==================== mem_arbiter
### Clock wires, drivers and flops, mem_arbiter

Scale: 4 px per um.
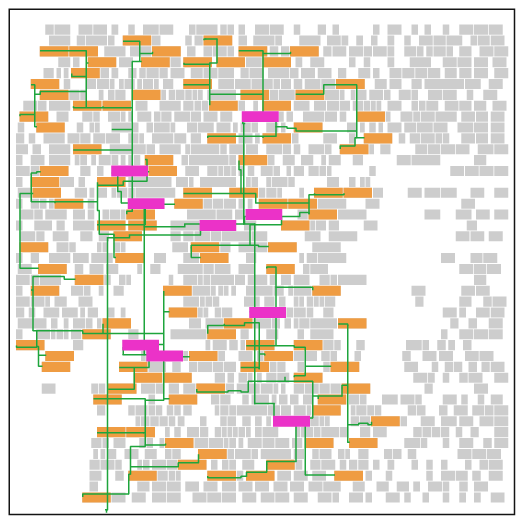

$ cat src/rtl/mem_arbiter.sv
// mem_arbiter: two-requester (fetch, data) arbiter in front of a single-port
// memory with fixed read latency. One transaction is outstanding at a time.
// Data requests win by default. Fetch wins once data has been granted
// STARVE_MAX times in a row while fetch was waiting.
module mem_arbiter #(
   parameter int MEM_LAT    = 2,
   parameter int STARVE_MAX = 4
) (
   input  logic        clk,
   input  logic        rst,
   input  logic        if_req,
   input  logic [31:0] if_addr,
   output logic        if_gnt,
   output logic        if_rvalid,
   output logic [31:0] if_rdata,
   input  logic        d_req,
   input  logic        d_we,
   input  logic [3:0]  d_be,
   input  logic [31:0] d_addr,
   input  logic [31:0] d_wdata,
   output logic        d_gnt,
   output logic        d_rvalid,
   output logic [31:0] d_rdata,
   output logic        mem_en,
   output logic [3:0]  mem_we,
   output logic [31:0] mem_addr,
   output logic [31:0] mem_wdata,
   input  logic [31:0] mem_rdata,
   output logic [31:0] fetch_stall_cnt
);

   localparam logic [0:0] ST_IDLE = 1'b0;
   localparam logic [0:0] ST_WAIT = 1'b1;
   localparam int SW = $clog2(STARVE_MAX + 2);

   logic [0:0]    state_r;
   logic [2:0]    cnt_r;
   logic          owner_d_r;
   logic          store_r;
   logic [SW-1:0] starve_r;
   logic [31:0]   if_rdata_r;
   logic [31:0]   d_rdata_r;
   logic [31:0]   stall_r;

   logic          idle_s;
   logic          fetch_win_s;
   logic          done_s;

   assign idle_s      = rst && (state_r == ST_IDLE);
   assign fetch_win_s = if_req && (!d_req || (starve_r == SW'(STARVE_MAX)));
   assign done_s      = rst && (state_r == ST_WAIT) && (cnt_r == 3'd1);

   assign if_rvalid = done_s && !owner_d_r;
   assign d_rvalid  = done_s && owner_d_r;
   // The owner sees this cycle's memory data; everyone else keeps the last value.
   assign if_rdata  = if_rvalid ? mem_rdata : if_rdata_r;
   assign d_rdata   = d_rvalid ? (store_r ? 32'h0000_0000 : mem_rdata) : d_rdata_r;
   assign fetch_stall_cnt = stall_r;

   // Grant selection and memory command mux; all-zero command without a grant.
   always_comb begin
      if_gnt    = 1'b0;
      d_gnt     = 1'b0;
      mem_en    = 1'b0;
      mem_we    = 4'b0000;
      mem_addr  = 32'h0000_0000;
      mem_wdata = 32'h0000_0000;
      if (idle_s && fetch_win_s) begin
         if_gnt   = 1'b1;
         mem_en   = 1'b1;
         mem_addr = if_addr;
      end else if (idle_s && d_req) begin
         d_gnt     = 1'b1;
         mem_en    = 1'b1;
         mem_we    = d_we ? d_be : 4'b0000;
         mem_addr  = d_addr;
         mem_wdata = d_wdata;
      end else begin
         mem_en = 1'b0;
      end
   end

   // FSM: IDLE issues a command, WAIT counts the memory latency down to rvalid.
   always_ff @(posedge clk) begin
      if (!rst) begin
         state_r   <= ST_IDLE;
         cnt_r     <= 3'd0;
         owner_d_r <= 1'b0;
         store_r   <= 1'b0;
      end else begin
         case (state_r)
            ST_IDLE: begin
               if (if_gnt || d_gnt) begin
                  state_r   <= ST_WAIT;
                  cnt_r     <= 3'(MEM_LAT);
                  owner_d_r <= d_gnt;
                  store_r   <= d_gnt && d_we;
               end
            end
            ST_WAIT: begin
               cnt_r <= cnt_r - 3'd1;
               if (cnt_r == 3'd1) begin
                  state_r <= ST_IDLE;
               end
            end
            default: begin
               state_r <= ST_IDLE;
               cnt_r   <= 3'd0;
            end
         endcase
      end
   end

   // Starvation counter: consecutive data grants while fetch is waiting.
   always_ff @(posedge clk) begin
      if (!rst) begin
         starve_r <= '0;
      end else if (if_gnt) begin
         starve_r <= '0;
      end else if (d_gnt && if_req && (starve_r != SW'(STARVE_MAX))) begin
         starve_r <= starve_r + 1'b1;
      end
   end

   // Saturating count of cycles in which fetch requested but was not granted.
   always_ff @(posedge clk) begin
      if (!rst) begin
         stall_r <= 32'h0000_0000;
      end else if (if_req && !if_gnt && (stall_r != 32'hFFFF_FFFF)) begin
         stall_r <= stall_r + 32'd1;
      end
   end

   // Read data holding registers, refreshed only when their owner completes.
   always_ff @(posedge clk) begin
      if (!rst) begin
         if_rdata_r <= 32'h0000_0000;
         d_rdata_r  <= 32'h0000_0000;
      end else begin
         if (if_rvalid) begin
            if_rdata_r <= if_rdata;
         end
         if (d_rvalid) begin
            d_rdata_r <= d_rdata;
         end
      end
   end

endmodule

$ cat config.mk
export PLATFORM = sky130hd
export DESIGN_NAME = mem_arbiter
export DESIGN_NICKNAME = d
export VERILOG_FILES = /design/src/rtl/mem_arbiter.sv
export SDC_FILE = /design/constraint.sdc
export NUM_CORES = 1
export LEC_CHECK = 0
export CAP_MARGIN = 20
export CORE_UTILIZATION = 35
export DETAILED_ROUTE_END_ITERATION = 8
export PLACE_DENSITY = 0.88
export SLEW_MARGIN = 20
export SYNTH_ARGS = -nofsm -noshare
export SYNTH_HDL_FRONTEND = slang
export SYNTH_SLANG_ARGS = --single-unit
$ cat constraint.sdc
create_clock -name clk -period 3.2 [get_ports clk]
set_input_delay 0.96 -clock clk [delete_from_list [all_inputs] [get_ports clk]]
set_output_delay 0.96 -clock clk [all_outputs]
set_load 0.01 [all_outputs]
==================== ir_key_decoder
<file path="config.mk">
export PLATFORM = sky130hd
export DESIGN_NAME = ir_key_decoder
export DESIGN_NICKNAME = d
export VERILOG_FILES = /design/src/rtl/ir_key_decoder_pkg.sv /design/src/rtl/ir_key_decoder_lookup.sv /design/src/rtl/ir_key_decoder.sv
export SDC_FILE = /design/constraint.sdc
export NUM_CORES = 1
export LEC_CHECK = 0
export CAP_MARGIN = 5
export CORE_MARGIN = 5
export CORE_UTILIZATION = 30
export DETAILED_ROUTE_END_ITERATION = 6
export MAX_ROUTING_LAYER = met4
export PLACE_DENSITY = 0.45
export RECOVER_POWER = 50
export SYNTH_ARGS = -nofsm -noshare
export SYNTH_HDL_FRONTEND = slang
export SYNTH_SLANG_ARGS = --single-unit
</file>
<file path="constraint.sdc">
create_clock -name clk -period 3.91 [get_ports clk]
set_input_delay 0.9775 -clock clk [delete_from_list [all_inputs] [get_ports clk]]
set_output_delay 0.9775 -clock clk [all_outputs]
set_load 0.1 [all_outputs]
</file>
<file path="src/rtl/ir_key_decoder_pkg.sv">
// ir_key_pkg: shared key code table, key index names and decoder FSM state type
package ir_key_pkg;
  localparam int KEY_TABLE_N = 15;
  localparam logic [7:0] KEY_CODES [KEY_TABLE_N] = '{
    8'hC0, 8'hF9, 8'hA4, 8'hB0, 8'h99, 8'h92, 8'h82, 8'hF8,
    8'h80, 8'h90, 8'hA0, 8'h83, 8'hC6, 8'hA1, 8'h86
  };
  localparam int KEY_PREV  = 10;
  localparam int KEY_NEXT  = 11;
  localparam int KEY_PLAY  = 12;
  localparam int KEY_VOLDN = 13;
  localparam int KEY_VOLUP = 14;
  typedef enum logic [1:0] {IDLE, QUALIFY, PRESSED, HELD_NOREP} state_t;
endpackage

</file>
<file path="src/rtl/ir_key_decoder_lookup.sv">
// ir_key_lookup: priority match of a code against KEY_CODES (code in; hit, idx out)
module ir_key_lookup
  import ir_key_pkg::*;
#(
  parameter int CODE_W = 8,
  parameter int NUM_KEYS = 15,
  parameter int IDX_W = 4
) (
  input  logic [CODE_W-1:0] code,
  output logic              hit,
  output logic [IDX_W-1:0]  idx
);
  always_comb begin
    hit = 1'b0;
    idx = '0;
    for (int i = NUM_KEYS - 1; i >= 0; i--)
      if (code == CODE_W'(KEY_CODES[i])) begin
        hit = 1'b1;
        idx = IDX_W'(i);
      end
  end
endmodule

</file>
<file path="src/rtl/ir_key_decoder.sv">
// ir_key_decoder: qualifies led_db codes and emits one pulse per press, auto-repeats and press toggles
// ports: clk, reset (sync, active high), led_db code in; key_pulse, key_idx, key_held,
// key_repeat, unknown_pulse, toggle out. IR_KEY_TOGGLE_EN builds the toggle flops.
module ir_key_decoder
  import ir_key_pkg::*;
#(
  parameter int CODE_W = 8,
  parameter int NUM_KEYS = 15,
  parameter logic [CODE_W-1:0] IDLE_CODE = CODE_W'(8'hFF),
  parameter int STABLE_CYCLES = 4,
  parameter int REPEAT_DELAY = 500000,
  parameter int REPEAT_PERIOD = 100000,
  parameter logic [NUM_KEYS-1:0] REPEAT_MASK = NUM_KEYS'(15'h6000),
  parameter int TOGGLE0_KEY = 1,
  parameter int TOGGLE1_KEY = 14,
  localparam int IDX_W = NUM_KEYS > 1 ? $clog2(NUM_KEYS) : 1
) (
  input  logic                clk,
  input  logic                reset,
  input  logic [CODE_W-1:0]   led_db,
  output logic [NUM_KEYS-1:0] key_pulse,
  output logic [IDX_W-1:0]    key_idx,
  output logic                key_held,
  output logic                key_repeat,
  output logic                unknown_pulse,
  output logic [1:0]          toggle
);
  localparam int CNT_W = $clog2(STABLE_CYCLES + 1);
  localparam int REP_MAX = REPEAT_DELAY > REPEAT_PERIOD ? REPEAT_DELAY : REPEAT_PERIOD;
  localparam int REP_W = $clog2(REP_MAX + 1);
  localparam logic [CNT_W-1:0] SC = CNT_W'(STABLE_CYCLES);
  localparam logic [REP_W-1:0] RD = REP_W'(REPEAT_DELAY);
  localparam logic [REP_W-1:0] RP = REP_W'(REPEAT_PERIOD);
  localparam logic [REP_W-1:0] RM = REP_W'(REP_MAX);
  state_t state_q, state_d;
  logic [CODE_W-1:0] sample_q, prev_q;
  logic [CNT_W-1:0] stable_q, stable_d, stable_inc;
  logic [REP_W-1:0] rep_q, rep_d, rep_inc;
  logic first_q, first_d;
  logic [NUM_KEYS-1:0] pulse_d;
  logic [IDX_W-1:0] idx_d, lk_idx;
  logic held_d, repeat_d, unknown_d, lk_hit, idle_in, same, accept;
  logic [1:0] tog_hit;
  ir_key_lookup #(.CODE_W(CODE_W), .NUM_KEYS(NUM_KEYS), .IDX_W(IDX_W)) u_lookup (
    .code(sample_q),
    .hit(lk_hit),
    .idx(lk_idx)
  );
  always_ff @(posedge clk) begin
    if (reset) begin
      state_q <= IDLE;
      sample_q <= IDLE_CODE;
      prev_q <= IDLE_CODE;
      stable_q <= '0;
      rep_q <= '0;
      first_q <= 1'b0;
      key_pulse <= '0;
      key_idx <= '0;
      key_held <= 1'b0;
      key_repeat <= 1'b0;
      unknown_pulse <= 1'b0;
    end else begin
      state_q <= state_d;
      sample_q <= led_db;
      prev_q <= sample_q;
      stable_q <= stable_d;
      rep_q <= rep_d;
      first_q <= first_d;
      key_pulse <= pulse_d;
      key_idx <= idx_d;
      key_held <= held_d;
      key_repeat <= repeat_d;
      unknown_pulse <= unknown_d;
    end
  end
  always_comb begin
    idle_in = sample_q == IDLE_CODE;
    same = sample_q == prev_q;
    stable_inc = stable_q == SC ? stable_q : stable_q + 1'b1;
    rep_inc = rep_q == RM ? rep_q : rep_q + 1'b1;
    state_d = state_q;
    stable_d = stable_q;
    rep_d = rep_q;
    first_d = first_q;
    pulse_d = '0;
    idx_d = key_idx;
    held_d = key_held;
    repeat_d = 1'b0;
    unknown_d = 1'b0;
    case (state_q)
      IDLE: begin
        state_d = idle_in ? IDLE : QUALIFY;
        stable_d = CNT_W'(1);
      end
      QUALIFY: begin
        state_d = idle_in ? IDLE : QUALIFY;
        stable_d = same ? stable_inc : CNT_W'(1);
      end
      default:
        if (idle_in || !same) begin
          state_d = idle_in ? IDLE : QUALIFY;
          stable_d = CNT_W'(1);
          held_d = 1'b0;
        end else if (state_q == PRESSED) begin
          rep_d = rep_inc;
          if (rep_inc == (first_q ? RD : RP)) begin
            pulse_d = NUM_KEYS'(1) << key_idx;
            repeat_d = 1'b1;
            rep_d = '0;
            first_d = 1'b0;
          end
        end
    endcase
    // a code that reaches the stability count in this cycle is accepted, whichever state it came from
    accept = state_d == QUALIFY && stable_d >= SC;
    if (accept) begin
      state_d = lk_hit && REPEAT_MASK[lk_idx] ? PRESSED : HELD_NOREP;
      stable_d = '0;
      rep_d = '0;
      first_d = 1'b1;
      held_d = lk_hit;
      unknown_d = !lk_hit;
      pulse_d = lk_hit ? NUM_KEYS'(1) << lk_idx : '0;
      idx_d = lk_hit ? lk_idx : key_idx;
    end
    tog_hit = {accept && lk_hit && lk_idx == IDX_W'(TOGGLE1_KEY),
               accept && lk_hit && lk_idx == IDX_W'(TOGGLE0_KEY)};
  end
`ifdef IR_KEY_TOGGLE_EN
  always_ff @(posedge clk) toggle <= reset ? 2'b00 : toggle ^ tog_hit;
`else
  assign toggle = tog_hit & 2'b00;
`endif
endmodule

</file>
### Floorplan with the power grid, mem_arbiter

Scale: 3 px per um. Pins as bars on the die edge.
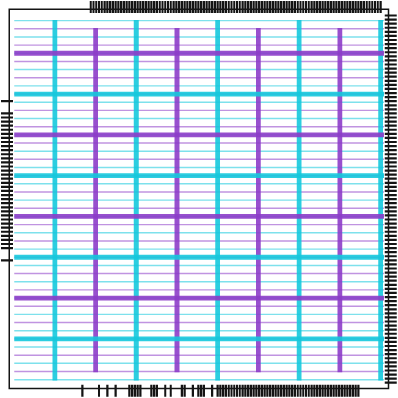
VDD: shown in purple. VSS: shown in cyan.
9 straps on met4. The core has 44 rows. 8 straps on met5.

Notes on 'Clock wires, drivers and flops' of mem_arbiter above:
clock wires: shown in green, length 1300 um. flip-flops: shown in orange, count 105. clock-net drivers: shown in magenta, count 9.
There are 10 routed clock nets.
clock latency on the worst-skew pair: 0.35 ns
Clock Skew: 0.0111 ns
clock network power: 1.16 mW
Clk network pwr share: 0.379

==> PnR_summary.wiki, mem_arbiter <==
== Implementation results ==
{| class="wikitable"
! Metric !! Value
|-
| Slowest CP cell || sky130_fd_sc_hd__and3_4
|-
| DP HPWL || 15.3 mm
|-
| Resized Gates After CTS || 361
|-
| Setup ws final || -0.158 ns
|-
| Pin count of the biggest net entering global routing || 69
|-
| Worst path cell trace || buf_6, a21bo_4, and3_4, nor2_4, buf_12, buf_12, buf_16, buf_8, buf_6, a22o_1, buf_6
|-
| Status || complete, but fails checks
|-
| Max layer used || met4
|-
| Number of clock buffers inserted by TritonCTS || 9
|-
| Number of buffer and inverter stages on the critical path || 7
|-
| Most used cell, CP || sky130_fd_sc_hd__buf_6
|-
| Horizontal die dimension || 126 um
|-
| Share of the core filled with cells in the final layout || 0.644
|-
| Port Buffer Count || 305
|-
| Clk sink count || 105
|-
| Commonest cells post-synth || sky130_fd_sc_hd__dfxtp_1, sky130_fd_sc_hd__nand2_1, sky130_fd_sc_hd__and2_1
|-
| Dpl ws || -0.950 ns
|-
| Total Routing Usage GR || 0.267
|-
| Total length of routed wires || 22.6 mm
|-
| Maximum capacitance violations || 0
|-
| Final Net Count || 1134
|-
| Sequential share of power || 0.436
|-
| Setup-failing EPs final || 20
|-
| Crit path from || d_req
|-
| Unrepaired setup endpoints after global routing || true
|-
| Number of core rows || 44
|-
| Violations in the final reports || negative setup slack
|-
| Area of all placed cells without fillers || 9500 sq um
|-
| Hold_buf cts || 0
|-
| Endpoints failing hold || 0
|-
| Terminus of the critical flop-to-flop path || fetch_stall_cnt[7]$_SDFFE_PN0P_
|-
| Starting utilization of the core area || 0.364
|}
-- mem_arbiter: layout make-up --
| class | count | area share |
|---|---|---|
| timing repair buffer | 403 | 0.380 |
| multi-input combinational | 461 | 0.337 |
| sequential | 105 | 0.221 |
| clock buffer | 10 | 0.0252 |
| tap | 184 | 0.0242 |
| clock inverter | 6 | 0.00764 |
| inverter | 12 | 0.00474 |
| antenna | 1 | 0.000264 |
-- mem_arbiter: flip-flops by register name, indices dropped and copies added (netlist names) --
signal           count
store_r              1
cnt_r                3
d_rdata_r           32
state_r              1
if_rdata_r          32
owner_d_r            1
starve_r             3
fetch_stall_cnt     32
-- mem_arbiter: cells by family after synthesis --
| logic type | after synthesis | share of synthesized area |
|---|---|---|
| AND-OR/OR-AND | 131 | 0.167 |
| XOR/XNOR | 3 | 0.00489 |
| adder cells (fa/ha/maj) | 5 | 0.0116 |
| buffers and inverters | 54 | 0.0424 |
| flip-flops | 105 | 0.391 |
| multiplexers | 37 | 0.0763 |
| AND/OR/NAND/NOR | 285 | 0.307 |
-- mem_arbiter: routing by layer --
layer / GRT usage / up-vias
met3: 0.0387 / 48
li1: - / 2992
met1: 0.315 / 3047
met5: 0 / -
met4: 0.120 / 0
met2: 0.477 / 278
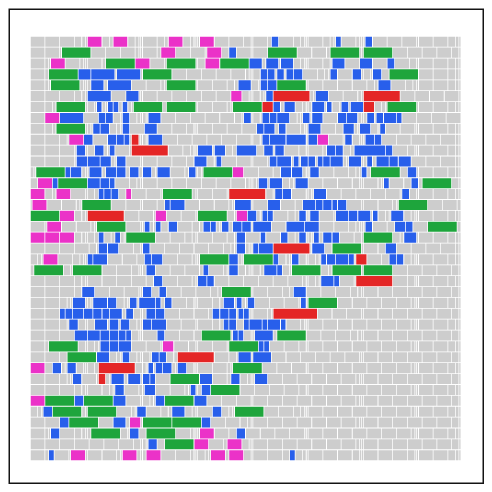
*Cell classes on the final placement, ir_key_decoder*
Scale: 4 px per um. Fill, decap, tap and diode cells in gray.
clock drivers and dummy loads: shown in red, cells 15, share of their area 7.2%. sequential cells: shown in green, cells 63, share of their area 32%. remaining buffers and delay cells: shown in magenta, cells 39, share of their area 9.2%. remaining logic cells: shown in blue, cells 315, share of their area 52%.

==> PnR_summary.wiki, ir_key_decoder <==
== Implementation results ==
{| class="wikitable"
! Metric !! Value
|-
| Cell Int Power || 1.17 mW
|-
| Critical-path maximum fanout || 13
|-
| Portion of total power attributed to combinational logic || 0.046
|-
| Via density per instance || 5.35
|-
| Crit path from || rep_q[0]$_SDFFE_PP0P_
|-
| Area of all placed cells without fillers || 4150 sq um
|-
| Top cell type's share of synthesized area || 0.360
|-
| Met3 wirelength from detailed routing || 354 um
|-
| Post-route setup TNS || 0 ns
|-
| Worst-case reg-to-reg path depth || 8
|-
| DP HPWL || 6.23 mm
|-
| CTS tree || done
|-
| Worst path max stage delay || 0.46 ns
|-
| Total length of routed wires || 8.81 mm
|-
| Sequential Area || 1260 sq um
|-
| Met2 Use GR || 0.199
|-
| CP endpoint kind || register
|-
| Sequential share of power || 0.440
|-
| H-Tree Level Count || 3
|-
| Slowest CP cell || sky130_fd_sc_hd__dfxtp_1
|-
| Status || complete, no violations
|-
| Area share of xor/xnor cells in the synthesized design || 0.0749
|-
| Per-instance average area after synthesis || 8.45 sq um
|-
| Mux share of post-synthesis cell area || 0.0125
|-
| Final weighted congestion of routability-driven global placement || 0.870
|-
| Resized Gates After CTS || 0
|-
| Arithmetic-cell share of the synthesized area counting full adders, half adders and majority gates || 0.0143
|-
| Critical path required time || 4.14 ns
|-
| Max Fclk || 0.297 GHz
|}
## ir_key_decoder: metrics by stage
stage	power [mW]	setup WS, ns
6_report	1.52	0.539
5_1_grt	1.58	0.268
4_1_cts	1.54	0.555
3_5_place_dp	0.753	0.570
3_3_place_gp	0.752	0.711
2_1_floorplan	0.730	1.11
## ir_key_decoder: placed cells by master, fill, tap and decap left out, drive strengths merged, types with 5 or more instances in the layout
master,instances
nor2,32
o41ai,9
or2,19
or4,6
o32ai,5
clkdlybuf4s50,9
nor3,24
nand3,23
xnor2,7
dfxtp,63
nand4,12
buf,7
o21ai,14
dlygate4sd3,22
nor4,13
xor2,23
inv,7
nand2,19
a31oi,5
and3,5
a21oi,14
clkbuf,10
nand2b,17
## ir_key_decoder: sequential cells by signal (all words and copies together) (netlist names)
| register | cells |
|---|---|
| stable_q | 3 |
| prev_q | 8 |
| unknown_pulse | 1 |
| key_repeat | 1 |
| key_idx | 4 |
| key_held | 1 |
| first_q | 1 |
| key_pulse | 15 |
| state_q | 2 |
| rep_q | 19 |
| sample_q | 8 |

==================== uart_tx_serializer
### Routing congestion, uart_tx_serializer

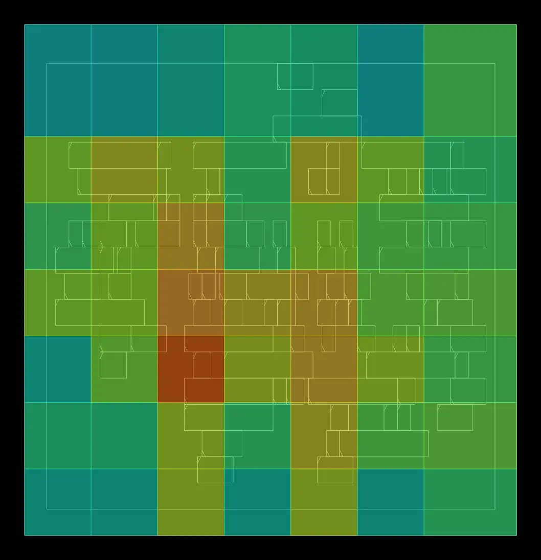

==> src/rtl/uart_pkg.sv <==
// ============================================================================
// Module      : uart_pkg
// Description : Shared types and constants for the UART transmit serializer.
//               The PARITY state exists only when UART_TX_PARITY_EN is defined.
// Revision    : 1.0 - initial release
// ============================================================================
`default_nettype none

package uart_pkg;

  typedef enum logic [2:0] {
    IDLE   = 3'd0,
    START  = 3'd1,
    DATA   = 3'd2,
    STOP   = 3'd3
`ifdef UART_TX_PARITY_EN
    ,
    PARITY = 3'd4
`endif
  } state_t;

  localparam logic PARITY_EVEN = 1'b0;
  localparam logic PARITY_ODD  = 1'b1;

endpackage

`default_nettype wire

==> src/rtl/uart_parity_calc.sv <==
// ============================================================================
// Module      : uart_parity_calc
// Description : Even/odd parity bit for one data word (used under
//               UART_TX_PARITY_EN only).
// Revision    : 1.0 - initial release
// ============================================================================
`default_nettype none

module uart_parity_calc
  import uart_pkg::*;
#(
  parameter int WIDTH = 8
) (
  input  logic [WIDTH-1:0] data,
  input  logic             parity_type,
  output logic             parity_bit
);

  assign parity_bit = (parity_type == PARITY_EVEN) ? (^data) : (~^data);

endmodule

`default_nettype wire

==> src/rtl/uart_tx_serializer.sv <==
// ============================================================================
// Module      : uart_tx_serializer
// Description : UART frame serializer (start, data LSB first, optional parity,
//               stop). Parity is compiled in with macro UART_TX_PARITY_EN.
// Revision    : 1.0 - initial release
// ============================================================================
`default_nettype none

module uart_tx_serializer
  import uart_pkg::*;
#(
  parameter int WIDTH = 8
) (
  input  logic             clk,
  input  logic             reset_n,
  input  logic [WIDTH-1:0] data_in,
  input  logic             data_valid_in,
  input  logic             parity_type_in,
  output logic             tx_out,
  output logic             busy_out
);

  localparam int CNT_W = (WIDTH > 1) ? $clog2(WIDTH) : 1;
  localparam logic [CNT_W-1:0] C_LAST_BIT = CNT_W'(WIDTH - 1);

  state_t           r_state;
  state_t           w_state_next;
  logic [WIDTH-1:0] r_data;
  logic [CNT_W-1:0] r_bit_cnt;
  logic             r_tx;
  logic             r_busy;
  logic             w_tx_next;
  logic             w_accept;
  logic             w_last_bit;

  assign w_accept   = (r_state == IDLE) && data_valid_in;
  assign w_last_bit = (r_bit_cnt == C_LAST_BIT);

`ifdef UART_TX_PARITY_EN
  logic r_parity_type;
  logic w_parity_bit;

  always_ff @(posedge clk or negedge reset_n) begin
    if (!reset_n) begin
      r_parity_type <= PARITY_EVEN;
    end else if (w_accept) begin
      r_parity_type <= parity_type_in;
    end
  end

  uart_parity_calc #(
    .WIDTH(WIDTH)
  ) u_parity_calc (
    .data       (r_data),
    .parity_type(r_parity_type),
    .parity_bit (w_parity_bit)
  );
`else
  logic w_unused_parity_type;
  assign w_unused_parity_type = parity_type_in;
`endif

  always_ff @(posedge clk or negedge reset_n) begin
    if (!reset_n) begin
      r_state <= IDLE;
    end else begin
      r_state <= w_state_next;
    end
  end

  always_comb begin
    w_state_next = r_state;
    case (r_state)
      IDLE: begin
        if (data_valid_in) begin
          w_state_next = START;
        end
      end
      START: begin
        w_state_next = DATA;
      end
      DATA: begin
        if (w_last_bit) begin
`ifdef UART_TX_PARITY_EN
          w_state_next = PARITY;
`else
          w_state_next = STOP;
`endif
        end
      end
`ifdef UART_TX_PARITY_EN
      PARITY: begin
        w_state_next = STOP;
      end
`endif
      STOP: begin
        w_state_next = IDLE;
      end
      default: begin
        w_state_next = IDLE;
      end
    endcase
  end

  // Data is captured only on acceptance, so requests mid-frame cannot disturb it.
  always_ff @(posedge clk or negedge reset_n) begin
    if (!reset_n) begin
      r_data <= '0;
    end else if (w_accept) begin
      r_data <= data_in;
    end
  end

  always_ff @(posedge clk or negedge reset_n) begin
    if (!reset_n) begin
      r_bit_cnt <= '0;
    end else if (r_state == START) begin
      r_bit_cnt <= '0;
    end else if ((r_state == DATA) && !w_last_bit) begin
      r_bit_cnt <= r_bit_cnt + 1'b1;
    end
  end

  always_comb begin
    w_tx_next = 1'b1;
    case (r_state)
      START:   w_tx_next = 1'b0;
      DATA:    w_tx_next = r_data[r_bit_cnt];
`ifdef UART_TX_PARITY_EN
      PARITY:  w_tx_next = w_parity_bit;
`endif
      default: w_tx_next = 1'b1;
    endcase
  end

  // Outputs trail the state by one cycle, giving the one-cycle start latency.
  always_ff @(posedge clk or negedge reset_n) begin
    if (!reset_n) begin
      r_tx   <= 1'b1;
      r_busy <= 1'b0;
    end else begin
      r_tx   <= w_tx_next;
      r_busy <= (r_state != IDLE);
    end
  end

  assign tx_out   = r_tx;
  assign busy_out = r_busy;

endmodule

`default_nettype wire

==> config.mk <==
export PLATFORM = sky130hd
export DESIGN_NAME = uart_tx_serializer
export DESIGN_NICKNAME = d
export VERILOG_FILES = /design/src/rtl/uart_pkg.sv /design/src/rtl/uart_parity_calc.sv /design/src/rtl/uart_tx_serializer.sv
export SDC_FILE = /design/constraint.sdc
export NUM_CORES = 1
export LEC_CHECK = 0
export ABC_AREA = 1
export CAP_MARGIN = 30
export CORE_AREA = 2 2 49 51
export CTS_CLUSTER_SIZE = 40
export DETAILED_ROUTE_END_ITERATION = 10
export DIE_AREA = 0 0 51 53
export SLEW_MARGIN = 20
export SYNTH_ARGS = -nofsm -noshare
export SYNTH_HDL_FRONTEND = slang
export SYNTH_SLANG_ARGS = --single-unit
==> constraint.sdc <==
create_clock -name clk -period 2.65 [get_ports clk]
set_input_delay 0.53 -clock clk [delete_from_list [all_inputs] [get_ports clk]]
set_output_delay 0.53 -clock clk [all_outputs]
set_load 0.01 [all_outputs]
==================== matmul_sequencer
--- src/rtl/matmul_sequencer.sv ---
// Control sequencer for C = A x B on square n x n row-major matrices.
// Walks the i/j/k loop nest, issues operand reads, drives the accumulator and writes back C.
module matmul_sequencer #(
  parameter int unsigned word_size = 16,
  parameter int unsigned dim_width = 4,
  parameter int unsigned mem_lat   = 1
) (
  input  logic                 clk,
  input  logic                 rst,
  input  logic                 start,
  input  logic [dim_width-1:0] n,
  input  logic [word_size-1:0] base_a,
  input  logic [word_size-1:0] base_b,
  input  logic [word_size-1:0] base_c,
  output logic                 busy,
  output logic                 done,
  output logic                 rd_en,
  output logic [word_size-1:0] a_addr,
  output logic [word_size-1:0] b_addr,
  output logic                 acc_clr,
  output logic                 acc_en,
  output logic                 c_wr_en,
  output logic [word_size-1:0] c_addr,
  output logic [dim_width-1:0] i_idx,
  output logic [dim_width-1:0] j_idx,
  output logic [dim_width-1:0] k_idx
);

  localparam int unsigned LAT_W = (mem_lat > 2) ? $clog2(mem_lat) : 1;

  typedef enum logic [2:0] {
    IDLE  = 3'd0,
    CLEAR = 3'd1,
    READ  = 3'd2,
    WAIT  = 3'd3,
    MAC   = 3'd4,
    WRITE = 3'd5,
    DONE  = 3'd6
  } state_t;

  state_t               state, state_nxt;
  logic [dim_width-1:0] n_q, n_nxt, n_last;
  logic [dim_width-1:0] i_nxt, j_nxt, k_nxt;
  logic [word_size-1:0] ba_q, bb_q, bc_q, ba_nxt, bb_nxt, bc_nxt;
  logic [word_size-1:0] i_off, k_off, i_off_nxt, k_off_nxt;
  logic [LAT_W-1:0]     lat_cnt, lat_nxt;
  logic                 busy_nxt, done_nxt, rd_en_nxt, acc_clr_nxt, acc_en_nxt, c_wr_en_nxt;
  logic [word_size-1:0] a_addr_nxt, b_addr_nxt, c_addr_nxt;

  assign n_last = n_q - dim_width'(1);

  // State, loop indices, row offsets and registered outputs
  always_ff @(posedge clk) begin
    if (!rst) begin
      state   <= IDLE;
      n_q     <= '0;
      ba_q    <= '0;
      bb_q    <= '0;
      bc_q    <= '0;
      i_idx   <= '0;
      j_idx   <= '0;
      k_idx   <= '0;
      i_off   <= '0;
      k_off   <= '0;
      lat_cnt <= '0;
      busy    <= 1'b0;
      done    <= 1'b0;
      rd_en   <= 1'b0;
      acc_clr <= 1'b0;
      acc_en  <= 1'b0;
      c_wr_en <= 1'b0;
      a_addr  <= '0;
      b_addr  <= '0;
      c_addr  <= '0;
    end else begin
      state   <= state_nxt;
      n_q     <= n_nxt;
      ba_q    <= ba_nxt;
      bb_q    <= bb_nxt;
      bc_q    <= bc_nxt;
      i_idx   <= i_nxt;
      j_idx   <= j_nxt;
      k_idx   <= k_nxt;
      i_off   <= i_off_nxt;
      k_off   <= k_off_nxt;
      lat_cnt <= lat_nxt;
      busy    <= busy_nxt;
      done    <= done_nxt;
      rd_en   <= rd_en_nxt;
      acc_clr <= acc_clr_nxt;
      acc_en  <= acc_en_nxt;
      c_wr_en <= c_wr_en_nxt;
      a_addr  <= a_addr_nxt;
      b_addr  <= b_addr_nxt;
      c_addr  <= c_addr_nxt;
    end
  end

  // Next state and loop bookkeeping; offsets i*n and k*n advance by adding n
  always_comb begin
    state_nxt = state;
    n_nxt     = n_q;
    ba_nxt    = ba_q;
    bb_nxt    = bb_q;
    bc_nxt    = bc_q;
    i_nxt     = i_idx;
    j_nxt     = j_idx;
    k_nxt     = k_idx;
    i_off_nxt = i_off;
    k_off_nxt = k_off;
    lat_nxt   = lat_cnt;

    case (state)
      IDLE: begin
        if (start) begin
          if (n != '0) begin
            n_nxt     = n;
            ba_nxt    = base_a;
            bb_nxt    = base_b;
            bc_nxt    = base_c;
            i_nxt     = '0;
            j_nxt     = '0;
            k_nxt     = '0;
            i_off_nxt = '0;
            k_off_nxt = '0;
            state_nxt = CLEAR;
          end else begin
            state_nxt = DONE;
          end
        end
      end
      CLEAR: begin
        k_nxt     = '0;
        k_off_nxt = '0;
        state_nxt = READ;
      end
      READ: begin
        if (mem_lat > 1) begin
          lat_nxt   = LAT_W'(mem_lat - 2);
          state_nxt = WAIT;
        end else begin
          state_nxt = MAC;
        end
      end
      WAIT: begin
        if (lat_cnt == '0) begin
          state_nxt = MAC;
        end else begin
          lat_nxt = lat_cnt - LAT_W'(1);
        end
      end
      MAC: begin
        if (k_idx == n_last) begin
          state_nxt = WRITE;
        end else begin
          k_nxt     = k_idx + dim_width'(1);
          k_off_nxt = k_off + word_size'(n_q);
          state_nxt = READ;
        end
      end
      WRITE: begin
        if (j_idx != n_last) begin
          j_nxt     = j_idx + dim_width'(1);
          state_nxt = CLEAR;
        end else if (i_idx != n_last) begin
          j_nxt     = '0;
          i_nxt     = i_idx + dim_width'(1);
          i_off_nxt = i_off + word_size'(n_q);
          state_nxt = CLEAR;
        end else begin
          state_nxt = DONE;
        end
      end
      DONE:    state_nxt = IDLE;
      default: state_nxt = IDLE;
    endcase

    busy_nxt    = (state_nxt != IDLE) && (state_nxt != DONE);
    done_nxt    = (state_nxt == DONE);
    rd_en_nxt   = (state_nxt == READ);
    acc_clr_nxt = (state_nxt == CLEAR);
    acc_en_nxt  = (state_nxt == MAC);
    c_wr_en_nxt = (state_nxt == WRITE);
    a_addr_nxt  = ba_nxt + i_off_nxt + word_size'(k_nxt);
    b_addr_nxt  = bb_nxt + k_off_nxt + word_size'(j_nxt);
    c_addr_nxt  = bc_nxt + i_off_nxt + word_size'(j_nxt);
  end

endmodule

--- config.mk ---
export PLATFORM = sky130hd
export DESIGN_NAME = matmul_sequencer
export DESIGN_NICKNAME = d
export VERILOG_FILES = /design/src/rtl/matmul_sequencer.sv
export SDC_FILE = /design/constraint.sdc
export NUM_CORES = 1
export LEC_CHECK = 0
export CAP_MARGIN = 20
export CORE_UTILIZATION = 30
export CTS_CLUSTER_SIZE = 14
export DETAILED_ROUTE_END_ITERATION = 6
export MAX_ROUTING_LAYER = met4
export SYNTH_ARGS = -nofsm -noshare
export SYNTH_HDL_FRONTEND = slang
export SYNTH_SLANG_ARGS = --single-unit
--- constraint.sdc ---
create_clock -name clk -period 9.1 [get_ports clk]
set_input_delay 0.91 -clock clk [delete_from_list [all_inputs] [get_ports clk]]
set_output_delay 0.91 -clock clk [all_outputs]
set_load 0.02 [all_outputs]

## Gallery

Clock wires, drivers and flops.
panel A
Scale: 3 px per um.
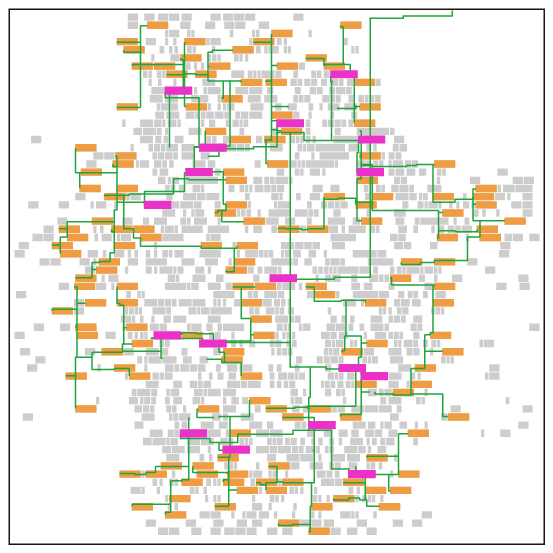
panel B
Scale: 12 px per um.
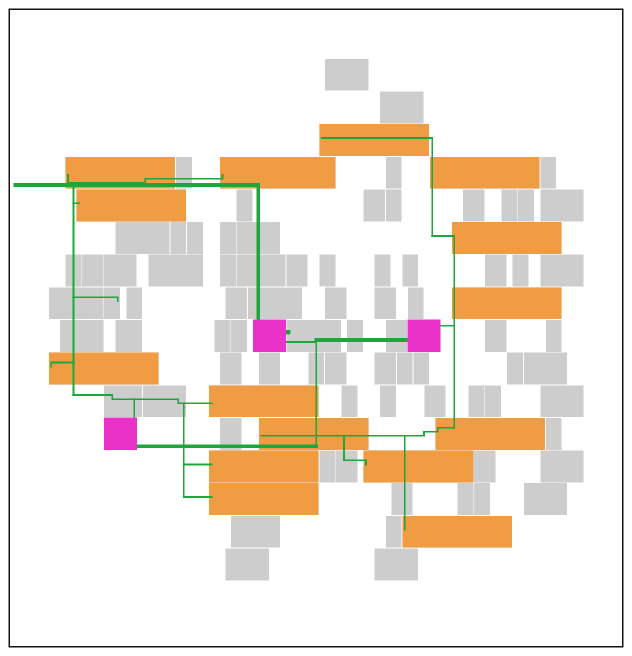
panel B -> uart_tx_serializer
panel A -> matmul_sequencer

Key to panel A:
clock wires: shown in green, length 2290 um. clock-net drivers: shown in magenta, count 17. flip-flops: shown in orange, count 153.
Position of the flops: widely spread.

### Routing congestion, matmul_sequencer

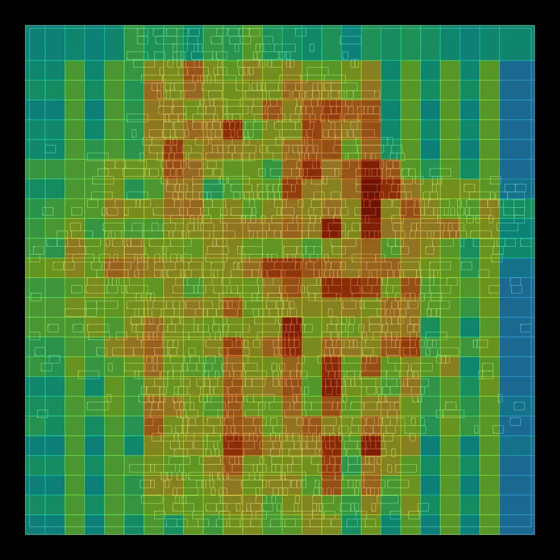
met3 track utilization from global routing: 0.0388
met2 Use GR: 0.241
share of the core filled with cells in the final layout: 0.376
most used routing layer: met2
GR Layer Usage met1: 0.236

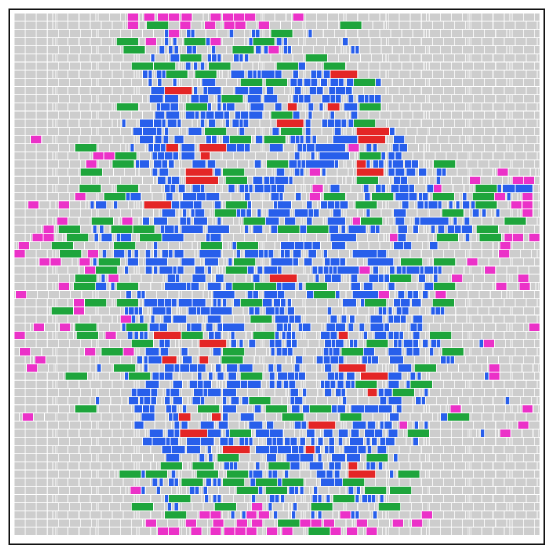
*Cell classes on the final placement, matmul_sequencer*
Scale: 3 px per um. Fill, decap, tap and diode cells in gray.
remaining logic cells: shown in blue, cells 913, share of their area 55%. clock drivers and dummy loads: shown in red, cells 32, share of their area 5.6%. remaining buffers and delay cells: shown in magenta, cells 125, share of their area 11%. sequential cells: shown in green, cells 153, share of their area 28%.
register share of the cell area: 0.267
area of all placed cells without fillers: 11500 sq um
number of core rows: 64
standard cell core area: 30500 sq um

==> PnR_summary.wiki, matmul_sequencer <==
== Implementation results ==
{| class="wikitable"
! Metric !! Value
|-
| Status || complete, no violations
|-
| Top cell type's share of synthesized area || 0.330
|-
| CP Data Arrival Time || 6.11 ns
|-
| Fill count || 3099
|-
| Max Fclk || 0.174 GHz
|-
| Peak supply drop || 0.131 mV
|-
| Total Routing Usage GR || 0.169
|-
| Pin count of the biggest net entering global routing || 85
|-
| Clk network pwr share || 0.382
|-
| Root Buffer Master || sky130_fd_sc_hd__clkbuf_16
|-
| Switching pwr || 0.632 mW
|-
| Portion of total power attributed to combinational logic || 0.238
|-
| Most used standard cell by instance count after synthesis || sky130_fd_sc_hd__nand2_1
|-
| Fraction of standard cell area in multi-input logic || 0.518
|-
| Highest-count cells in the layout ignoring fill and taps || sky130_fd_sc_hd__nand2_1, sky130_fd_sc_hd__dfxtp_1, sky130_fd_sc_hd__clkdlybuf4s50_1
|-
| Sequential Area || 3060 sq um
|-
| Crit path from || n_q[0]$_SDFFE_PN0P_
|-
| Commonest cells post-synth || sky130_fd_sc_hd__nand2_1, sky130_fd_sc_hd__dfxtp_1, sky130_fd_sc_hd__a21oi_1
|-
| Leak || 4.99 nW
|-
| Layout overhead on the synthesized area || 23.6%
|-
| DRT antenna net count || 0
|-
| FF+latch count || 153
|-
| Antenna violations before repair || 0
|-
| Synth Area in Compound Gates || 0.186
|-
| Inverters || 31
|-
| Hold Startpoint || bc_q[12]$_SDFF_PN0_
|-
| Residual overflow from global routing || 0
|-
| Clock network power || 0.753 mW
|-
| Port Buffer Count || 120
|-
| Mux share of post-synthesis cell area || 0.0175
|-
| Resized Gates After CTS || 0
|-
| Sequential share of power || 0.380
|-
| Metal-1 WL || 12.8 mm
|-
| Class of the worst hold path || register to register
|-
| Total die size || 31600 sq um
|-
| CTS tree || done
|-
| Post-route setup TNS || 0 ns
|-
| Top Ports || 121
|-
| Power density cells || 172 nW/um^2
|-
| Critical path required time || 9.47 ns
|}
matmul_sequencer: final timing paths:
kind	cells after the start	end	slack, ns
max	19	a_addr[15]$_SDFF_PN0_	3.36
max reg2reg	19	a_addr[15]$_SDFF_PN0_	3.36
min reg2reg	2	bc_q[12]$_SDFF_PN0_	0.46
min	2	bc_q[12]$_SDFF_PN0_	0.46
matmul_sequencer: state kept, by name (all words and copies together) (netlist names), 4 cells and up:
register / flops
b_addr: 16
j_idx: 4
bc_q: 16
i_idx: 4
k_idx: 4
c_addr: 16
k_off: 16
n_q: 4
bb_q: 16
ba_q: 16
i_off: 16
a_addr: 16
matmul_sequencer: per-stage QoR:
step           setup WS, ns  instances  hold slack [ns]  total power [mW]
2_1_floorplan          4.58       1110            0.444              1.07
4_1_cts                3.38       1619            0.465              2.00
3_5_place_dp           3.14       1587            0.456              1.24
6_report               3.36       1619            0.463              1.97
3_3_place_gp           3.33       1587            0.451              1.23
5_1_grt                2.90       1619            0.484              2.07
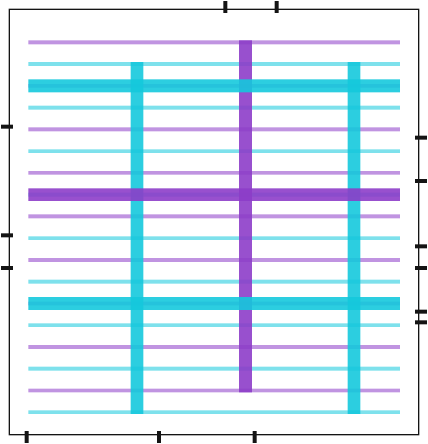
*Floorplan with the power grid, uart_tx_serializer*
Scale: 8 px per um. Pins as bars on the die edge.
VDD: shown in purple. VSS: shown in cyan.
The core has 17 rows. 3 straps on met4. 14 signal pins sit on the boundary. 3 straps on met5.
horizontal die dimension: 51 um
standard cell core area: 2150 sq um
peak supply drop: 0.455 mV
die extent in y: 53 um

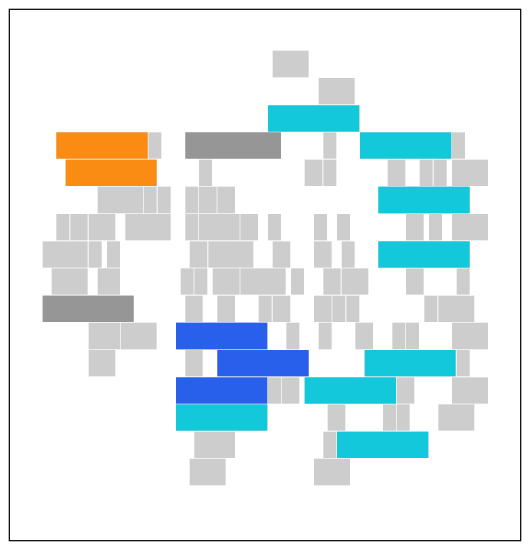
*Register map, names as in the netlist, uart_tx_serializer*
Scale: 10 px per um. Other sequential cells in the stronger gray, the rest of the logic in the fainter gray.
r_state: shown in orange, sequential cells 2. r_data: shown in cyan, sequential cells 8. r_bit_cnt: shown in blue, sequential cells 3.
Another 2 sequential cells are not colored.
sequential group power: 0.392 mW
register share of the cell area: 0.417
share of the core filled with cells in the final layout: 0.420
Sequential Area: 377 sq um

About 'Routing congestion' of uart_tx_serializer:
most used routing layer: met2
met3 track utilization from global routing: 0.0565
met2 Use GR: 0.195
post-DR wirelength/cell: 9.88 um
GR Layer Usage met1: 0.127

==> PnR_summary.wiki, uart_tx_serializer <==
== Implementation results ==
{| class="wikitable"
! Metric !! Value
|-
| Placed cell count || 121
|-
| Endpoints failing hold || 0
|-
| Portion of total power attributed to combinational logic || 0.450
|-
| Worst-case reg-to-reg path depth || 7
|-
| PnR Total Power || 0.946 mW
|-
| CTS tree || done
|-
| Iteration count of the initial detailed-routing pass || 4
|-
| Clock latency on the worst-skew pair || 0.28 ns
|-
| Worst min-delay path endpoint || r_data[3]$_DFFE_PN0P_
|-
| Routed via count || 548
|-
| Final weighted congestion of routability-driven global placement || 0.731
|-
| Clk network pwr share || 0.136
|-
| Resized Gates After CTS || 0
|-
| Critical path destination || tx_out
|-
| Number of buffers inserted to repair setup after CTS || 0
|-
| Number of warnings in the stage logs || 29
|-
| Status || complete, no violations
|-
| Crit path from || tx_out$_DFF_PN1_
|-
| Part of the Yosys area used for sequential elements || 0.517
|-
| Top Ports || 14
|-
| Port Buffer Count || 12
|-
| Number of distinct standard cells referenced by the synthesized netlist || 16
|-
| Mux share of post-synthesis cell area || 0.0155
|-
| Number of design-rule violations left by the first detailed-router iteration || 8
|-
| Slowest CP cell || sky130_fd_sc_hd__dfstp_2
|-
| Yosys chip area || 728 sq um
|-
| DRT antenna net count || 0
|}
## uart_tx_serializer: Yosys cell counts, drive strengths merged
| cell | instances | area (sq um) |
|---|---|---|
| ha | 5 | 62.6 |
| a22oi | 1 | 7.51 |
| inv | 16 | 60.1 |
| o21ai | 5 | 28.8 |
| nand2 | 12 | 47.6 |
| nor2 | 9 | 41.3 |
| nand3 | 9 | 45.0 |
| a21oi | 8 | 40.0 |
| dfrtp | 14 | 350 |
| mux2 | 1 | 11.3 |
| dfstp | 1 | 26.3 |
| buf | 1 | 7.51 |
## uart_tx_serializer: layout make-up
cell class              count  share of cell area
repair buffers             12               0.133
flip-flops and latches     15               0.417
multi-input cells          50               0.315
clock buffers               4              0.0291
inverters                  16              0.0666
well taps                  28              0.0388
## uart_tx_serializer: power by group through the flow
| stage | clock network, mW | logic [mW] | registers (mW) |
|---|---|---|---|
| global route | 0.146 | 0.497 | 0.410 |
| detailed placement | 0 | 0.431 | 0.401 |
| floorplan | 0 | 0.314 | 0.397 |
| finish | 0.128 | 0.425 | 0.392 |
| CTS | 0.136 | 0.437 | 0.395 |
| global placement | 0 | 0.419 | 0.398 |

==================== next_piece_queue_flat
### Cell classes on the final placement, next_piece_queue_flat

Scale: 8 px per um. Fill, decap, tap and diode cells in gray.
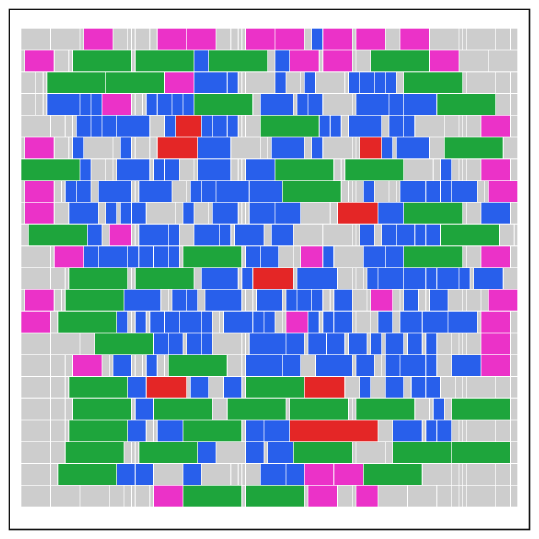
## src/rtl/next_piece_queue_if.sv

```systemverilog
// Tile type shared with the next-region display, plus the next-pieces bus
// between the piece generator (master) and the spawn/render consumers (slave).
package GamePkg;
  typedef enum logic [2:0] {
    TILE_I = 3'd0, TILE_O = 3'd1, TILE_T = 3'd2, TILE_J = 3'd3,
    TILE_L = 3'd4, TILE_S = 3'd5, TILE_Z = 3'd6, BLANK  = 3'd7
  } tile_type_t;
  localparam int NEXT_PIECES_COUNT = 6;
endpackage

interface next_piece_queue_if #(parameter int N = GamePkg::NEXT_PIECES_COUNT);
  import GamePkg::*;
  localparam int CW = $clog2(N + 1);

  logic                 new_game;
  logic                 pop;
  logic                 pop_ack;
  tile_type_t [N-1:0]   pieces_queue;
  logic [CW-1:0]        queue_count;
  logic                 queue_full;
  logic [6:0]           bag_remaining;

  modport master (
    input  new_game, pop,
    output pop_ack, pieces_queue, queue_count, queue_full, bag_remaining
  );
  modport slave (
    output new_game, pop,
    input  pop_ack, pieces_queue, queue_count, queue_full, bag_remaining
  );
endinterface

```

## src/rtl/next_piece_queue.sv

```systemverilog
// 7-bag tetromino generator feeding an ordered next-pieces queue (head = slot 0).
// A 16-bit LFSR proposes one candidate per cycle; rejected candidates simply retry.
module next_piece_queue
  import GamePkg::*;
#(
  parameter int          NEXT_PIECES_COUNT = 6,
  parameter logic [15:0] SEED              = 16'hACE1
) (
  input  logic               clk,
  input  logic               rst,
  next_piece_queue_if.master bus
);
  localparam int N  = NEXT_PIECES_COUNT;
  localparam int CW = $clog2(N + 1);
  localparam logic [15:0]   SEED_EFF = (SEED == 16'd0) ? 16'hACE1 : SEED;
  localparam logic [CW-1:0] FULL_CNT = CW'(N);

  logic [15:0]        r_lfsr;
  tile_type_t [N-1:0] r_queue;
  logic [CW-1:0]      r_count;
  logic               r_full;
  logic [6:0]         r_bag;

  logic [2:0]         w_cand;
  logic [7:0]         w_bag_ext;
  logic               w_pop_ack;
  logic               w_accept;
  logic [6:0]         w_bag_clr;
  logic [6:0]         w_bag_nxt;
  logic [CW-1:0]      w_wr_idx;
  logic [CW-1:0]      w_count_nxt;
  tile_type_t [N-1:0] w_queue_nxt;

  // Candidate 7 indexes the always-zero top bit, so it is rejected for free.
  assign w_cand    = r_lfsr[2:0];
  assign w_bag_ext = {1'b0, r_bag};
  assign w_pop_ack = bus.pop && (r_count != '0) && !bus.new_game && !rst;
  assign w_accept  = w_bag_ext[w_cand] && ((r_count < FULL_CNT) || w_pop_ack)
                     && !bus.new_game;

  always_comb begin
    w_bag_clr   = r_bag & ~(7'd1 << w_cand);
    w_bag_nxt   = r_bag;
    w_queue_nxt = r_queue;
    w_wr_idx    = r_count;
    w_count_nxt = r_count;
    if (w_accept)
      w_bag_nxt = (w_bag_clr == 7'd0) ? 7'h7F : w_bag_clr;
    if (w_pop_ack) begin
      for (int k = 0; k < N - 1; k++)
        w_queue_nxt[k] = r_queue[k+1];
      w_queue_nxt[N-1] = BLANK;
      w_wr_idx         = r_count - 1'b1;
    end
    // Append lands in the first empty slot as seen after this cycle's shift.
    if (w_accept) begin
      for (int k = 0; k < N; k++)
        if (CW'(k) == w_wr_idx)
          w_queue_nxt[k] = tile_type_t'(w_cand);
    end
    case ({w_accept, w_pop_ack})
      2'b10:   w_count_nxt = r_count + 1'b1;
      2'b01:   w_count_nxt = r_count - 1'b1;
      default: w_count_nxt = r_count;
    endcase
  end

  // LFSR keeps running through new_game so a fresh game does not replay pieces.
  always_ff @(posedge clk) begin
    if (rst) r_lfsr <= SEED_EFF;
    else     r_lfsr <= {r_lfsr[14:0], r_lfsr[15] ^ r_lfsr[13] ^ r_lfsr[12] ^ r_lfsr[10]};
  end

  always_ff @(posedge clk) begin
    if (rst || bus.new_game) begin
      for (int k = 0; k < N; k++)
        r_queue[k] <= BLANK;
      r_count <= '0;
      r_full  <= 1'b0;
      r_bag   <= 7'h7F;
    end else begin
      r_queue <= w_queue_nxt;
      r_count <= w_count_nxt;
      r_full  <= (w_count_nxt == FULL_CNT);
      r_bag   <= w_bag_nxt;
    end
  end

  assign bus.pop_ack       = w_pop_ack;
  assign bus.pieces_queue  = r_queue;
  assign bus.queue_count   = r_count;
  assign bus.queue_full    = r_full;
  assign bus.bag_remaining = r_bag;
endmodule

```

## src/flat_wrapper.sv

```systemverilog
// flat-port wrapper written by rule: the top's interface ports become plain ports
module next_piece_queue_flat import GamePkg::*;
#(
  parameter int          NEXT_PIECES_COUNT = 6,
  parameter logic [15:0] SEED              = 16'hACE1
)
  (clk, rst, bus_new_game, bus_pop, bus_pop_ack, bus_pieces_queue, bus_queue_count, bus_queue_full, bus_bag_remaining);
  next_piece_queue_if #(.N((6))) bus_i ();
  input  logic clk;
  input  logic rst;
  input wire logic [$bits(bus_i.new_game)-1:0] bus_new_game;
  input wire logic [$bits(bus_i.pop)-1:0] bus_pop;
  output wire logic [$bits(bus_i.pop_ack)-1:0] bus_pop_ack;
  output wire logic [$bits(bus_i.pieces_queue)-1:0] bus_pieces_queue;
  output wire logic [$bits(bus_i.queue_count)-1:0] bus_queue_count;
  output wire logic [$bits(bus_i.queue_full)-1:0] bus_queue_full;
  output wire logic [$bits(bus_i.bag_remaining)-1:0] bus_bag_remaining;
  assign bus_i.new_game = bus_new_game;
  assign bus_i.pop = bus_pop;
  assign bus_pop_ack = bus_i.pop_ack;
  assign bus_pieces_queue = bus_i.pieces_queue;
  assign bus_queue_count = bus_i.queue_count;
  assign bus_queue_full = bus_i.queue_full;
  assign bus_bag_remaining = bus_i.bag_remaining;
  next_piece_queue #(.NEXT_PIECES_COUNT(NEXT_PIECES_COUNT), .SEED(SEED)) u_core (.clk(clk), .rst(rst), .bus(bus_i));
endmodule
```

## config.mk

```make
export PLATFORM = sky130hd
export DESIGN_NAME = next_piece_queue_flat
export DESIGN_NICKNAME = d
export VERILOG_FILES = /design/src/rtl/next_piece_queue_if.sv /design/src/rtl/next_piece_queue.sv /design/src/flat_wrapper.sv
export SDC_FILE = /design/constraint.sdc
export NUM_CORES = 1
export LEC_CHECK = 0
export CAP_MARGIN = 20
export CORE_UTILIZATION = 53
export CTS_CLUSTER_DIAMETER = 100
export DETAILED_ROUTE_END_ITERATION = 7
export PLACE_DENSITY = 0.79
export SYNTH_ARGS = -nofsm -noshare
export SYNTH_HDL_FRONTEND = slang
export SYNTH_SLANG_ARGS = --single-unit
```

## constraint.sdc

```tcl
create_clock -name clk -period 3.35 [get_ports clk]
set_input_delay 0.335 -clock clk [delete_from_list [all_inputs] [get_ports clk]]
set_output_delay 0.335 -clock clk [all_outputs]
set_load 0.02 [all_outputs]
```

==> PnR_summary.wiki <==
== Implementation results ==
{| class="wikitable"
! Metric !! Value
|-
| Shortest clock period the worst path allows after layout || 2.71 ns
|-
| Area of all placed cells without fillers || 2590 sq um
|-
| Worst path max stage delay || 0.69 ns
|-
| Antenna cell count || 0
|-
| Terminus of the critical flop-to-flop path || u_core.bus.queue_full$_SDFF_PP0_
|-
| Classification of the worst setup path || register to output pin
|-
| Top logic cell family in the synthesized netlist || simple AND/OR/NAND/NOR gates
|-
| Final Slew Violations || 0
|-
| Largest cells by area after synthesis || sky130_fd_sc_hd__dfxtp_1, sky130_fd_sc_hd__nand2_1, sky130_fd_sc_hd__mux2_2
|-
| Power density cells || 429 nW/um^2
|-
| Setup-failing EPs final || 0
|-
| Number of design-rule violations left by the first detailed-router iteration || 128
|-
| Post-synth tally of flip-flops with integrated enable || 0
|-
| Maximum capacitance violations || 0
|-
| Simple-Gate Area Share || 0.282
|-
| Status || complete, no violations
|-
| Critical path startpoint category || register
|-
| Routed via count || 1768
|-
| Total length of routed wires || 4.59 mm
|-
| Most instantiated logic cell after routing || sky130_fd_sc_hd__dfxtp_1
|-
| Die extent in y || 64.8 um
|-
| Wire length of the first global-routing pass || 7.77 mm
|-
| Residual overflow from global routing || 0
|}
## Picture notes: 'Cell classes on the final placement' of next_piece_queue_flat
sequential cells: shown in green, cells 45, share of their area 36%. remaining logic cells: shown in blue, cells 181, share of their area 45%. clock drivers and dummy loads: shown in red, cells 8, share of their area 4.6%. remaining buffers and delay cells: shown in magenta, cells 38, share of their area 15%.

[cell families after synthesis]
group                      after synthesis
and+or+nand+nor                        114
DFF                                     45
AOI/OAI and AO/OA                       26
xor gates and xnor gates                 4
buffers and inverters                   21
adders and majority gates                5
muxes                                   23
[area by class of cell]
class                   count  area (sq um)  share of cell area
multi-input cells         172          1110               0.429
clock inverters             3          46.3              0.0179
repair buffers             38           368               0.142
well taps                  48          60.1              0.0232
inverters                   9          33.8              0.0131
clock buffers               5          68.8              0.0266
flip-flops and latches     45           901               0.348
[where the power goes]
part / total (mW) / leakage (nW) / internal (mW) / switching [mW]
clock network: 0.409 / 0.0543 / 0.223 / 0.186
registers: 0.581 / 0.369 / 0.554 / 0.0274
logic: 0.118 / 0.606 / 0.0546 / 0.0633
[per-layer routing]
layer | global-route usage | vias to the layer above | part of all wire
met5 | 0 | - | 0
met4 | 0.0917 | 0 | 0.015
met3 | 0.0528 | 8 | 0.056
met2 | 0.375 | 58 | 0.46
met1 | 0.324 | 827 | 0.47
li1 | - | 875 | -


## Gallery

Routing congestion.
(a)
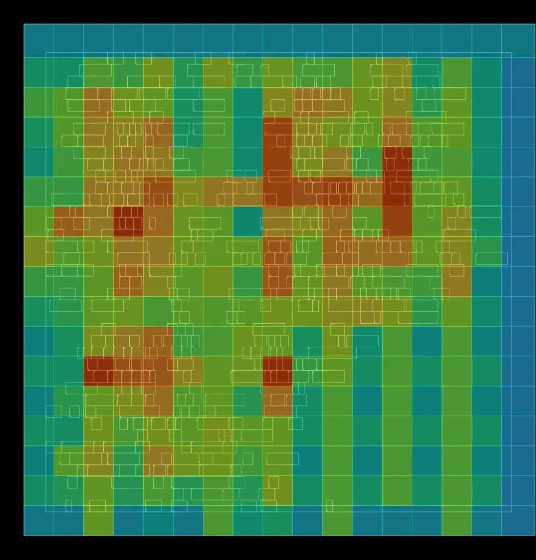
(b)
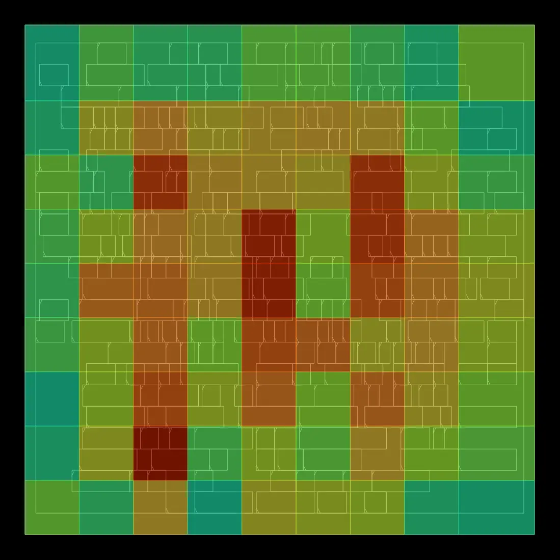
(c)
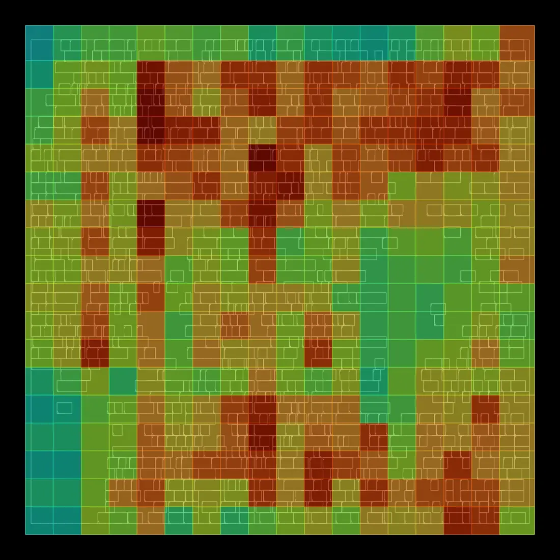
mem_arbiter -> (c)
ir_key_decoder -> (a)
next_piece_queue_flat -> (b)
Of these, lowest track usage: (a)
Of these, most wire per cell: (c)

Power and IR drop assume default switching activity.
